==================== buffer_loader
Figure 1. I/O nets highlighted (buffer_loader).
Drawn at 2 px/µm.
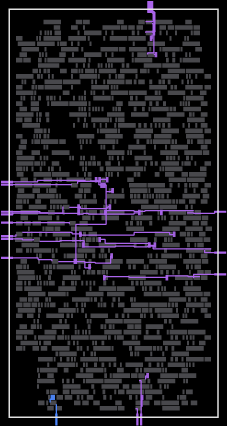
`config.mk`:
```
export PLATFORM = sky130hd
export DESIGN_NAME = buffer_loader
export DESIGN_NICKNAME = d
export VERILOG_FILES = /design/src/rtl/buffer_loader.sv
export SDC_FILE = /design/constraint.sdc
export NUM_CORES = 1
export LEC_CHECK = 0
export ABC_AREA = 1
export CAP_MARGIN = 20
export CELL_PAD_IN_SITES_DETAIL_PLACEMENT = 0
export CELL_PAD_IN_SITES_GLOBAL_PLACEMENT = 1
export CORE_ASPECT_RATIO = 2
export CORE_MARGIN = 2
export CORE_UTILIZATION = 43
export CTS_CLUSTER_SIZE = 16
export DETAILED_ROUTE_END_ITERATION = 10
export PLACE_DENSITY_LB_ADDON = 0.15
export SYNTH_ARGS = -nofsm -noshare
export SYNTH_HDL_FRONTEND = slang
export SYNTH_SLANG_ARGS = --single-unit
```
`constraint.sdc`:
```
create_clock -name clk -period 18.6 [get_ports clk]
set_clock_uncertainty 0.15 [all_clocks]
set_input_delay 2.79 -clock clk [delete_from_list [all_inputs] [get_ports clk]]
set_output_delay 2.79 -clock clk [all_outputs]
set_load 0.05 [all_outputs]
```
`src/rtl/buffer_loader.sv`:
```
// Host-side loader: packs a 16-bit host stream into weight (80b) or input (16b)
// buffer words and writes them at consecutive, wrapping addresses.
module buffer_loader (
    input  logic        clk,
    input  logic        rst,
    input  logic        cmd_valid,
    output logic        cmd_ready,
    input  logic        cmd_sel,
    input  logic [6:0]  cmd_base,
    input  logic [6:0]  cmd_len,
    input  logic        s_valid,
    output logic        s_ready,
    input  logic [15:0] s_data,
    input  logic        abort,
    output logic        weight_we,
    output logic [6:0]  weight_addr,
    output logic [79:0] weight_wdata,
    output logic        input_we,
    output logic [6:0]  input_addr,
    output logic [15:0] input_wdata,
    output logic        busy,
    output logic        done
);

    localparam int unsigned AW       = 7;
    localparam int unsigned DW       = 16;
    localparam int unsigned WW       = 80;
    localparam int unsigned LW       = 3;
    localparam int unsigned LANES    = 5;
    localparam int unsigned PACKED_N = LANES - 1;

    typedef enum logic [1:0] {
        IDLE = 2'd0,
        LOAD = 2'd1,
        DONE = 2'd2
    } state_t;

    state_t state_q, state_d;

    logic                          sel_q, sel_d;
    logic [AW-1:0]                 base_q, base_d;
    logic [AW-1:0]                 len_q, len_d;
    logic [AW-1:0]                 widx_q, widx_d;
    logic [LW-1:0]                 lane_q, lane_d;
    logic [PACKED_N-1:0][DW-1:0]   pack_q, pack_d;

    logic          weight_we_q, weight_we_d;
    logic [AW-1:0] weight_addr_q, weight_addr_d;
    logic [WW-1:0] weight_wdata_q, weight_wdata_d;
    logic          input_we_q, input_we_d;
    logic [AW-1:0] input_addr_q, input_addr_d;
    logic [DW-1:0] input_wdata_q, input_wdata_d;

    logic cmd_fire;
    logic beat_fire;
    logic word_done;
    logic last_word;

    assign cmd_fire  = cmd_valid & cmd_ready;
    assign beat_fire = s_valid & s_ready;
    assign word_done = beat_fire & (sel_q | (lane_q == LW'(LANES - 1)));
    assign last_word = word_done & (widx_q == len_q);

    // State register
    always_ff @(posedge clk or posedge rst) begin
        if (rst) begin
            state_q <= IDLE;
        end else begin
            state_q <= state_d;
        end
    end

    // Next-state logic; abort overrides every transition
    always_comb begin
        state_d = state_q;
        case (state_q)
            IDLE:    if (cmd_fire) state_d = LOAD;
            LOAD:    if (last_word) state_d = DONE;
            DONE:    state_d = IDLE;
            default: state_d = IDLE;
        endcase
        if (abort) begin
            state_d = IDLE;
        end
    end

    // Handshake and status outputs decoded from state
    always_comb begin
        cmd_ready = 1'b0;
        s_ready   = 1'b0;
        busy      = 1'b0;
        done      = 1'b0;
        case (state_q)
            IDLE:    cmd_ready = ~rst & ~abort;
            LOAD: begin
                s_ready = ~abort;
                busy    = 1'b1;
            end
            DONE:    done = ~abort;
            default: ;
        endcase
    end

    // Command latch, lane packing and write-port staging
    always_comb begin
        sel_d          = sel_q;
        base_d         = base_q;
        len_d          = len_q;
        widx_d         = widx_q;
        lane_d         = lane_q;
        pack_d         = pack_q;
        weight_we_d    = 1'b0;
        weight_addr_d  = weight_addr_q;
        weight_wdata_d = weight_wdata_q;
        input_we_d     = 1'b0;
        input_addr_d   = input_addr_q;
        input_wdata_d  = input_wdata_q;

        if (cmd_fire) begin
            sel_d  = cmd_sel;
            base_d = cmd_base;
            len_d  = cmd_len;
            widx_d = '0;
            lane_d = '0;
            pack_d = '0;
        end

        if (abort) begin
            lane_d = '0;
            pack_d = '0;
        end

        if (beat_fire) begin
            if (sel_q) begin
                input_we_d    = 1'b1;
                input_addr_d  = base_q + widx_q;
                input_wdata_d = s_data;
                widx_d        = widx_q + AW'(1);
            end else if (word_done) begin
                weight_we_d    = 1'b1;
                weight_addr_d  = base_q + widx_q;
                weight_wdata_d = {s_data, pack_q};
                lane_d         = '0;
                widx_d         = widx_q + AW'(1);
            end else begin
                pack_d[lane_q[1:0]] = s_data;
                lane_d              = lane_q + LW'(1);
            end
        end
    end

    always_ff @(posedge clk or posedge rst) begin
        if (rst) begin
            sel_q          <= 1'b0;
            base_q         <= '0;
            len_q          <= '0;
            widx_q         <= '0;
            lane_q         <= '0;
            pack_q         <= '0;
            weight_we_q    <= 1'b0;
            weight_addr_q  <= '0;
            weight_wdata_q <= '0;
            input_we_q     <= 1'b0;
            input_addr_q   <= '0;
            input_wdata_q  <= '0;
        end else begin
            sel_q          <= sel_d;
            base_q         <= base_d;
            len_q          <= len_d;
            widx_q         <= widx_d;
            lane_q         <= lane_d;
            pack_q         <= pack_d;
            weight_we_q    <= weight_we_d;
            weight_addr_q  <= weight_addr_d;
            weight_wdata_q <= weight_wdata_d;
            input_we_q     <= input_we_d;
            input_addr_q   <= input_addr_d;
            input_wdata_q  <= input_wdata_d;
        end
    end

    assign weight_we    = weight_we_q;
    assign weight_addr  = weight_addr_q;
    assign weight_wdata = weight_wdata_q;
    assign input_we     = input_we_q;
    assign input_addr   = input_addr_q;
    assign input_wdata  = input_wdata_q;

endmodule

```
==> impl_metrics.json <==
{
  "crit_required_ns": 15.66,
  "status": "completed",
  "r2r_end": "weight_wdata[64]",
  "fin_tns_setup_ns": 0,
  "grtUsageMet1": 0.236,
  "start_kind": "input pin",
  "numPlacedInstances": 1309,
  "syn_area_per_cell_um2": 9.08,
  "via_count": 6524,
  "ctsHoldBuffers": 0,
  "relSlewSlack": 0.367,
  "grt_pass1_wl_mm": 35.2,
  "grt_busiest_layer": "met2",
  "wl_met3_um": 950,
  "clockBufferDepth": 3
}
## Picture notes: Figure 1
s_data -> purple  # bits 16, direction input, edge 8 left, 3 right, 3 top, 2 bottom, end cells 28, buffers 16, wire 797 µm
cmd_ready -> blue  # bits 1, direction output, edge bottom, end cells 1, buffers 1, wire 8.20 µm
Port Buffers: 151
Ports: 152

cell type report:
cell class              instances  area, µm²
multi-input cells             602       2880
repair buffers                154       1530
clock inverters                11        139
flip-flops and latches        203       5080
clock buffers                  23        520
well taps                     259        324
inverters                      91        349
fillers                      1869       8550
cells by family (layout without fill, tap and decap cells):
group / after synthesis / after routing / share of synthesized area
compound gates: 120 / 120 / 0.0717
xor+xnor: 12 / 12 / 0.0123
fa+ha+maj: 12 / 12 / 0.0185
buf+inv: 135 / 279 / 0.0686
flops: 203 / 203 / 0.595
mux: 12 / 12 / 0.0158
simple gates: 446 / 446 / 0.218
power breakdown:
part | total, mW | internal [mW] | switching, mW
clock | 0.413 | 0.242 | 0.171
sequential | 0.503 | 0.479 | 0.0234
combinational | 0.255 | 0.0827 | 0.172
total | 1.17 | 0.804 | 0.367
worst max-delay path, delay by kind of cell:
family / cells / cell delay, ns
buffers and inverters: 2 / 1.36
and+or+nand+nor: 1 / 0.29
per-stage QoR:
stage | util | worst slack, ns
detailed placement | 0.525 | 11.21
finish | 0.559 | 11.21
CTS | 0.559 | 11.20
global route | 0.559 | 11.12
global placement | 0.525 | 11.25
floorplan | - | 9.98

==================== exec_unit_flat
Figure 2. Metal 1 (exec_unit_flat).
Drawn at 1.5 px/µm. Supply wires on this layer in grey. Cells faint in the background.
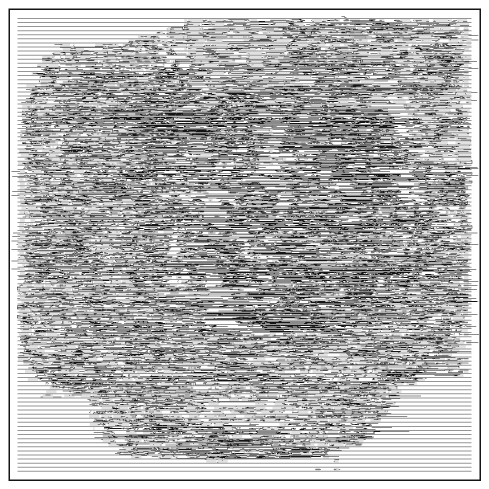
Figure 3. Cell placement (exec_unit_flat).
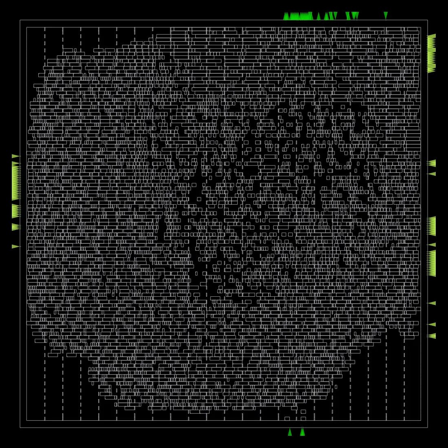
<file path="src/rtl/exec_unit_if.sv">
// Issue and CDB handshake bundle between reservation station, exec_unit and CDB arbiter.
// master = RS/arbiter side, slave = execution unit side.
`ifndef ROB_TAG_LEN
`define ROB_TAG_LEN 6
`endif

interface exec_unit_if #(
   parameter int XLEN  = 32,
   parameter int TAG_W = `ROB_TAG_LEN
);
   logic             issue_valid;
   logic [TAG_W-1:0] issue_tag;
   logic [3:0]       issue_op;
   logic [XLEN-1:0]  issue_a;
   logic [XLEN-1:0]  issue_b;
   logic             exec_stall;
   logic             cdb_req;
   logic             cdb_grant;
   logic             cdb_valid;
   logic [TAG_W-1:0] cdb_tag;
   logic [XLEN-1:0]  cdb_value;

   modport master (
      output issue_valid, issue_tag, issue_op, issue_a, issue_b, cdb_grant,
      input  exec_stall, cdb_req, cdb_valid, cdb_tag, cdb_value
   );

   modport slave (
      input  issue_valid, issue_tag, issue_op, issue_a, issue_b, cdb_grant,
      output exec_stall, cdb_req, cdb_valid, cdb_tag, cdb_value
   );
endinterface

</file>
<file path="src/rtl/exec_unit.sv">
// Integer ALU + pipelined multiplier feeding one CDB output register; ALU 2 / MUL MUL_STAGES+1 cycles.
// Backpressure: an ungranted output freezes the MUL pipe and the ALU stage; blocked issues see exec_stall.
`ifndef ROB_TAG_LEN
`define ROB_TAG_LEN 6
`endif

module exec_unit #(
   parameter int XLEN       = 32,
   parameter int TAG_W      = `ROB_TAG_LEN,
   parameter int MUL_STAGES = 4
) (
   input  logic       clk,
   input  logic       reset,
   input  logic       squash,
   output logic       busy,
   exec_unit_if.slave bus
);
   localparam int LAST = MUL_STAGES - 1;

   logic             alu_v;
   logic [TAG_W-1:0] alu_tag;
   logic [XLEN-1:0]  alu_res;

   logic [MUL_STAGES-1:0] mul_v;
   logic [TAG_W-1:0]      mul_tag [MUL_STAGES];
   logic [XLEN-1:0]       mul_res [MUL_STAGES];

   logic             out_v;
   logic [TAG_W-1:0] out_tag;
   logic [XLEN-1:0]  out_value;

   logic             out_free, sel_mul, sel_alu;
   logic             alu_hold, mul_hold;
   logic             is_mul, alu_acc, mul_acc;
   logic [4:0]       shamt;
   logic [XLEN-1:0]  alu_val, mul_val;
   logic [2*XLEN-1:0] prod;

   assign out_free = !out_v | bus.cdb_grant;
   assign sel_mul  = mul_v[LAST] & out_free;
   assign sel_alu  = alu_v & out_free & !mul_v[LAST];
   assign mul_hold = mul_v[LAST] & !sel_mul;
   assign alu_hold = alu_v & !sel_alu;

   assign is_mul  = (bus.issue_op == 4'd10) || (bus.issue_op == 4'd11);
   assign bus.exec_stall = bus.issue_valid & (is_mul ? mul_hold : alu_hold);
   assign alu_acc = bus.issue_valid & !is_mul & !alu_hold & !squash;
   assign mul_acc = bus.issue_valid & is_mul & !mul_hold & !squash;

   assign bus.cdb_req   = out_v;
   assign bus.cdb_valid = out_v & bus.cdb_grant;
   assign bus.cdb_tag   = out_tag;
   assign bus.cdb_value = out_value;
   assign busy          = alu_v | (|mul_v) | out_v;

   assign shamt = bus.issue_b[4:0];
   assign prod  = {{XLEN{1'b0}}, bus.issue_a} * {{XLEN{1'b0}}, bus.issue_b};
   assign mul_val = (bus.issue_op == 4'd11) ? prod[2*XLEN-1:XLEN] : prod[XLEN-1:0];

   always_comb begin
      alu_val = '0;
      case (bus.issue_op)
         4'd0: alu_val = bus.issue_a + bus.issue_b;
         4'd1: alu_val = bus.issue_a - bus.issue_b;
         4'd2: alu_val = bus.issue_a & bus.issue_b;
         4'd3: alu_val = bus.issue_a | bus.issue_b;
         4'd4: alu_val = bus.issue_a ^ bus.issue_b;
         4'd5: alu_val = bus.issue_a << shamt;
         4'd6: alu_val = bus.issue_a >> shamt;
         4'd7: alu_val = $signed(bus.issue_a) >>> shamt;
         4'd8: alu_val = {{(XLEN-1){1'b0}}, $signed(bus.issue_a) < $signed(bus.issue_b)};
         4'd9: alu_val = {{(XLEN-1){1'b0}}, bus.issue_a < bus.issue_b};
         default: alu_val = '0;
      endcase
   end

   always_ff @(posedge clk) begin
      if (reset) begin
         alu_v     <= 1'b0;
         alu_tag   <= '0;
         alu_res   <= '0;
         mul_v     <= '0;
         out_v     <= 1'b0;
         out_tag   <= '0;
         out_value <= '0;
         for (int i = 0; i < MUL_STAGES; i++) begin
            mul_tag[i] <= '0;
            mul_res[i] <= '0;
         end
      end else if (squash) begin
         alu_v <= 1'b0;
         mul_v <= '0;
         out_v <= 1'b0;
      end else begin
         if (sel_mul) begin
            out_v     <= 1'b1;
            out_tag   <= mul_tag[LAST];
            out_value <= mul_res[LAST];
         end else if (sel_alu) begin
            out_v     <= 1'b1;
            out_tag   <= alu_tag;
            out_value <= alu_res;
         end else if (bus.cdb_grant) begin
            out_v <= 1'b0;
         end

         if (alu_acc) begin
            alu_v   <= 1'b1;
            alu_tag <= bus.issue_tag;
            alu_res <= alu_val;
         end else if (sel_alu) begin
            alu_v <= 1'b0;
         end

         // Bubbles shift too, so a full pipe only stalls when its head is blocked.
         if (!mul_hold) begin
            for (int i = LAST; i > 0; i--) begin
               mul_v[i]   <= mul_v[i-1];
               mul_tag[i] <= mul_tag[i-1];
               mul_res[i] <= mul_res[i-1];
            end
            mul_v[0] <= mul_acc;
            if (mul_acc) begin
               mul_tag[0] <= bus.issue_tag;
               mul_res[0] <= mul_val;
            end
         end
      end
   end
endmodule

</file>
<file path="src/flat_wrapper.sv">
// flat-port wrapper written by rule: the top's interface ports become plain ports
module exec_unit_flat 
#(
   parameter int XLEN       = 32,
   parameter int TAG_W      = `ROB_TAG_LEN,
   parameter int MUL_STAGES = 4
)
  (clk, reset, squash, busy, bus_issue_valid, bus_issue_tag, bus_issue_op, bus_issue_a, bus_issue_b, bus_cdb_grant, bus_exec_stall, bus_cdb_req, bus_cdb_valid, bus_cdb_tag, bus_cdb_value);
  exec_unit_if #(.XLEN(XLEN), .TAG_W(TAG_W)) bus_i ();
  input  logic clk;
  input  logic reset;
  input  logic squash;
  output logic busy;
  input wire logic [$bits(bus_i.issue_valid)-1:0] bus_issue_valid;
  input wire logic [$bits(bus_i.issue_tag)-1:0] bus_issue_tag;
  input wire logic [$bits(bus_i.issue_op)-1:0] bus_issue_op;
  input wire logic [$bits(bus_i.issue_a)-1:0] bus_issue_a;
  input wire logic [$bits(bus_i.issue_b)-1:0] bus_issue_b;
  input wire logic [$bits(bus_i.cdb_grant)-1:0] bus_cdb_grant;
  output wire logic [$bits(bus_i.exec_stall)-1:0] bus_exec_stall;
  output wire logic [$bits(bus_i.cdb_req)-1:0] bus_cdb_req;
  output wire logic [$bits(bus_i.cdb_valid)-1:0] bus_cdb_valid;
  output wire logic [$bits(bus_i.cdb_tag)-1:0] bus_cdb_tag;
  output wire logic [$bits(bus_i.cdb_value)-1:0] bus_cdb_value;
  assign bus_i.issue_valid = bus_issue_valid;
  assign bus_i.issue_tag = bus_issue_tag;
  assign bus_i.issue_op = bus_issue_op;
  assign bus_i.issue_a = bus_issue_a;
  assign bus_i.issue_b = bus_issue_b;
  assign bus_i.cdb_grant = bus_cdb_grant;
  assign bus_exec_stall = bus_i.exec_stall;
  assign bus_cdb_req = bus_i.cdb_req;
  assign bus_cdb_valid = bus_i.cdb_valid;
  assign bus_cdb_tag = bus_i.cdb_tag;
  assign bus_cdb_value = bus_i.cdb_value;
  exec_unit #(.XLEN(XLEN), .TAG_W(TAG_W), .MUL_STAGES(MUL_STAGES)) u_core (.clk(clk), .reset(reset), .squash(squash), .busy(busy), .bus(bus_i));
endmodule
</file>
<file path="config.mk">
export PLATFORM = sky130hd
export DESIGN_NAME = exec_unit_flat
export DESIGN_NICKNAME = d
export VERILOG_FILES = /design/src/rtl/exec_unit_if.sv /design/src/rtl/exec_unit.sv /design/src/flat_wrapper.sv
export SDC_FILE = /design/constraint.sdc
export NUM_CORES = 2
export LEC_CHECK = 0
export CAP_MARGIN = 15
export CORE_MARGIN = 5
export CORE_UTILIZATION = 53
export DETAILED_ROUTE_END_ITERATION = 10
export PLACE_DENSITY = 0.79
export SLEW_MARGIN = 40
export SYNTH_ARGS = -nofsm -noshare
export SYNTH_HDL_FRONTEND = slang
export SYNTH_SLANG_ARGS = --single-unit
export TNS_END_PERCENT = 50
</file>
<file path="constraint.sdc">
create_clock -name clk -period 10.6 [get_ports clk]
set_input_delay 2.12 -clock clk [delete_from_list [all_inputs] [get_ports clk]]
set_output_delay 2.12 -clock clk [all_outputs]
set_load 0.02 [all_outputs]
</file>
==> impl_metrics.json <==
{
  "whs_path_depth": 2,
  "status": "completed",
  "io_buffers": 120,
  "syn_to_final_growth_pct": 9.57,
  "use_met3": 0.131,
  "fa_ha_area_frac": 0.462,
  "placed_area_um2": 52500,
  "grt_pass1_vias": 44379,
  "firstDrtPassIters": 8,
  "end_kind": "flop",
  "ys_cells": 5614,
  "xor_share": 0.0151,
  "grt_pass1_wl_mm": 281,
  "place_congestion": 1.10,
  "top_area_cell": "fa_1",
  "ys_sh_mux": 0.0271,
  "synthesis.area_um2": 48700,
  "drt-total-wl_mm": 189,
  "die_x_um": 313,
  "chipArea_um2": 98000,
  "cts_root_buf": "clkbuf_16",
  "netlist_instances": 5614,
  "cp_max_fo": 9,
  "cts_resized": 0,
  "max_clock_freq_ghz": 0.0973,
  "largest_reg_flops": 128,
  "clockBufferDepth": 3,
  "via_count": 43193,
  "rr_worst_depth": 7,
  "topCellsByArea": "fa_1, edfxtp_1, ha_1",
  "finalHoldViolCount": 0
}
Notes on Figure 2 above:
nets with wire on the layer = 6404
main direction = horizontal
wire length on this layer = 67.3 mm
longest straight run = 139 µm

Notes on Figure 3 above:
post-layout util: 0.583
Site Rows: 111
Layout fillers: 7966

==> cell type report <==
cell class,count,area [µm²]
Fill cell,7966,38100
Tap cell,1186,1480
Clock buffer,32,659
Inverter,926,3480
Multi-Input combinational cell,4088,37700
Antenna cell,3,7.51
Timing Repair Buffer,416,3710
Sequential cell,234,6210
Clock inverter,8,103
==> synth_stat cells (all sizes together) (11+ instances only) <==
cell type  count
buf           95
o221ai        55
edfxtp       152
a211o         15
inv          911
dfxtp         82
clkbuf       271
nor4          15
ha           360
mux4          28
nand3         39
nor2b         23
nor3          43
a31oi         29
a211oi        38
or4           11
o21bai        27
a21oi        274
fa           898
xnor2         57
nand2b        15
o31ai         12
nor2         846
nand4         27
and3          14
o21ai        175
and2         132
a221oi        30
a21o          28
o22ai         25
o21a          17
xor2          27
or3           22
nand2        607
clkinv        15
o211ai        26
mux2i         64
==> worst max path at each step <==
stage	to	cells past startpoint	slack [ns]
after global placement	u_core.mul_res[0][28]	26	0.14
final	u_core.mul_res[0][28]	26	0.32
after CTS	u_core.mul_res[0][28]	26	0.54
after global routing	u_core.mul_res[0][28]	28	0.07
after floorplan	u_core.mul_res[0][29]	29	-0.007
after detailed placement	u_core.mul_res[0][27]	24	0.04


==> layout pictures side by side <==
Local utilization.
shot_01.png
Drawn at 2 px/µm. The die is cut into 10 by 20 equal tiles; dark blue is low, red is high, 0 to 100% covered.
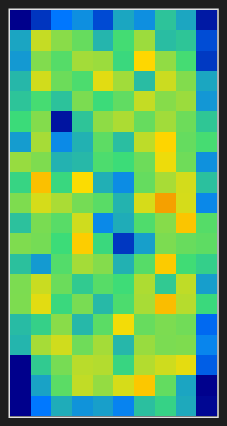
shot_02.png
Drawn at 1 px/µm. The die is cut into 31 by 31 equal tiles; dark blue is low, red is high, 0 to 100% covered.
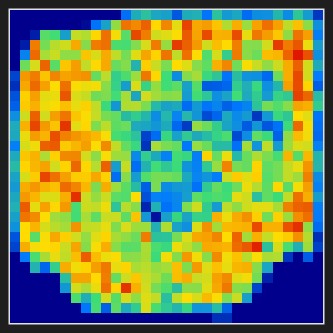
shot_02.png comes from exec_unit_flat.
shot_01.png comes from buffer_loader.

Key to shot_02.png:
nearly empty tiles = 12%
mean over tiles = 53%
fullest tile = 98%
tiles over 75% full = 26%

Power and IR drop assume default switching activity.
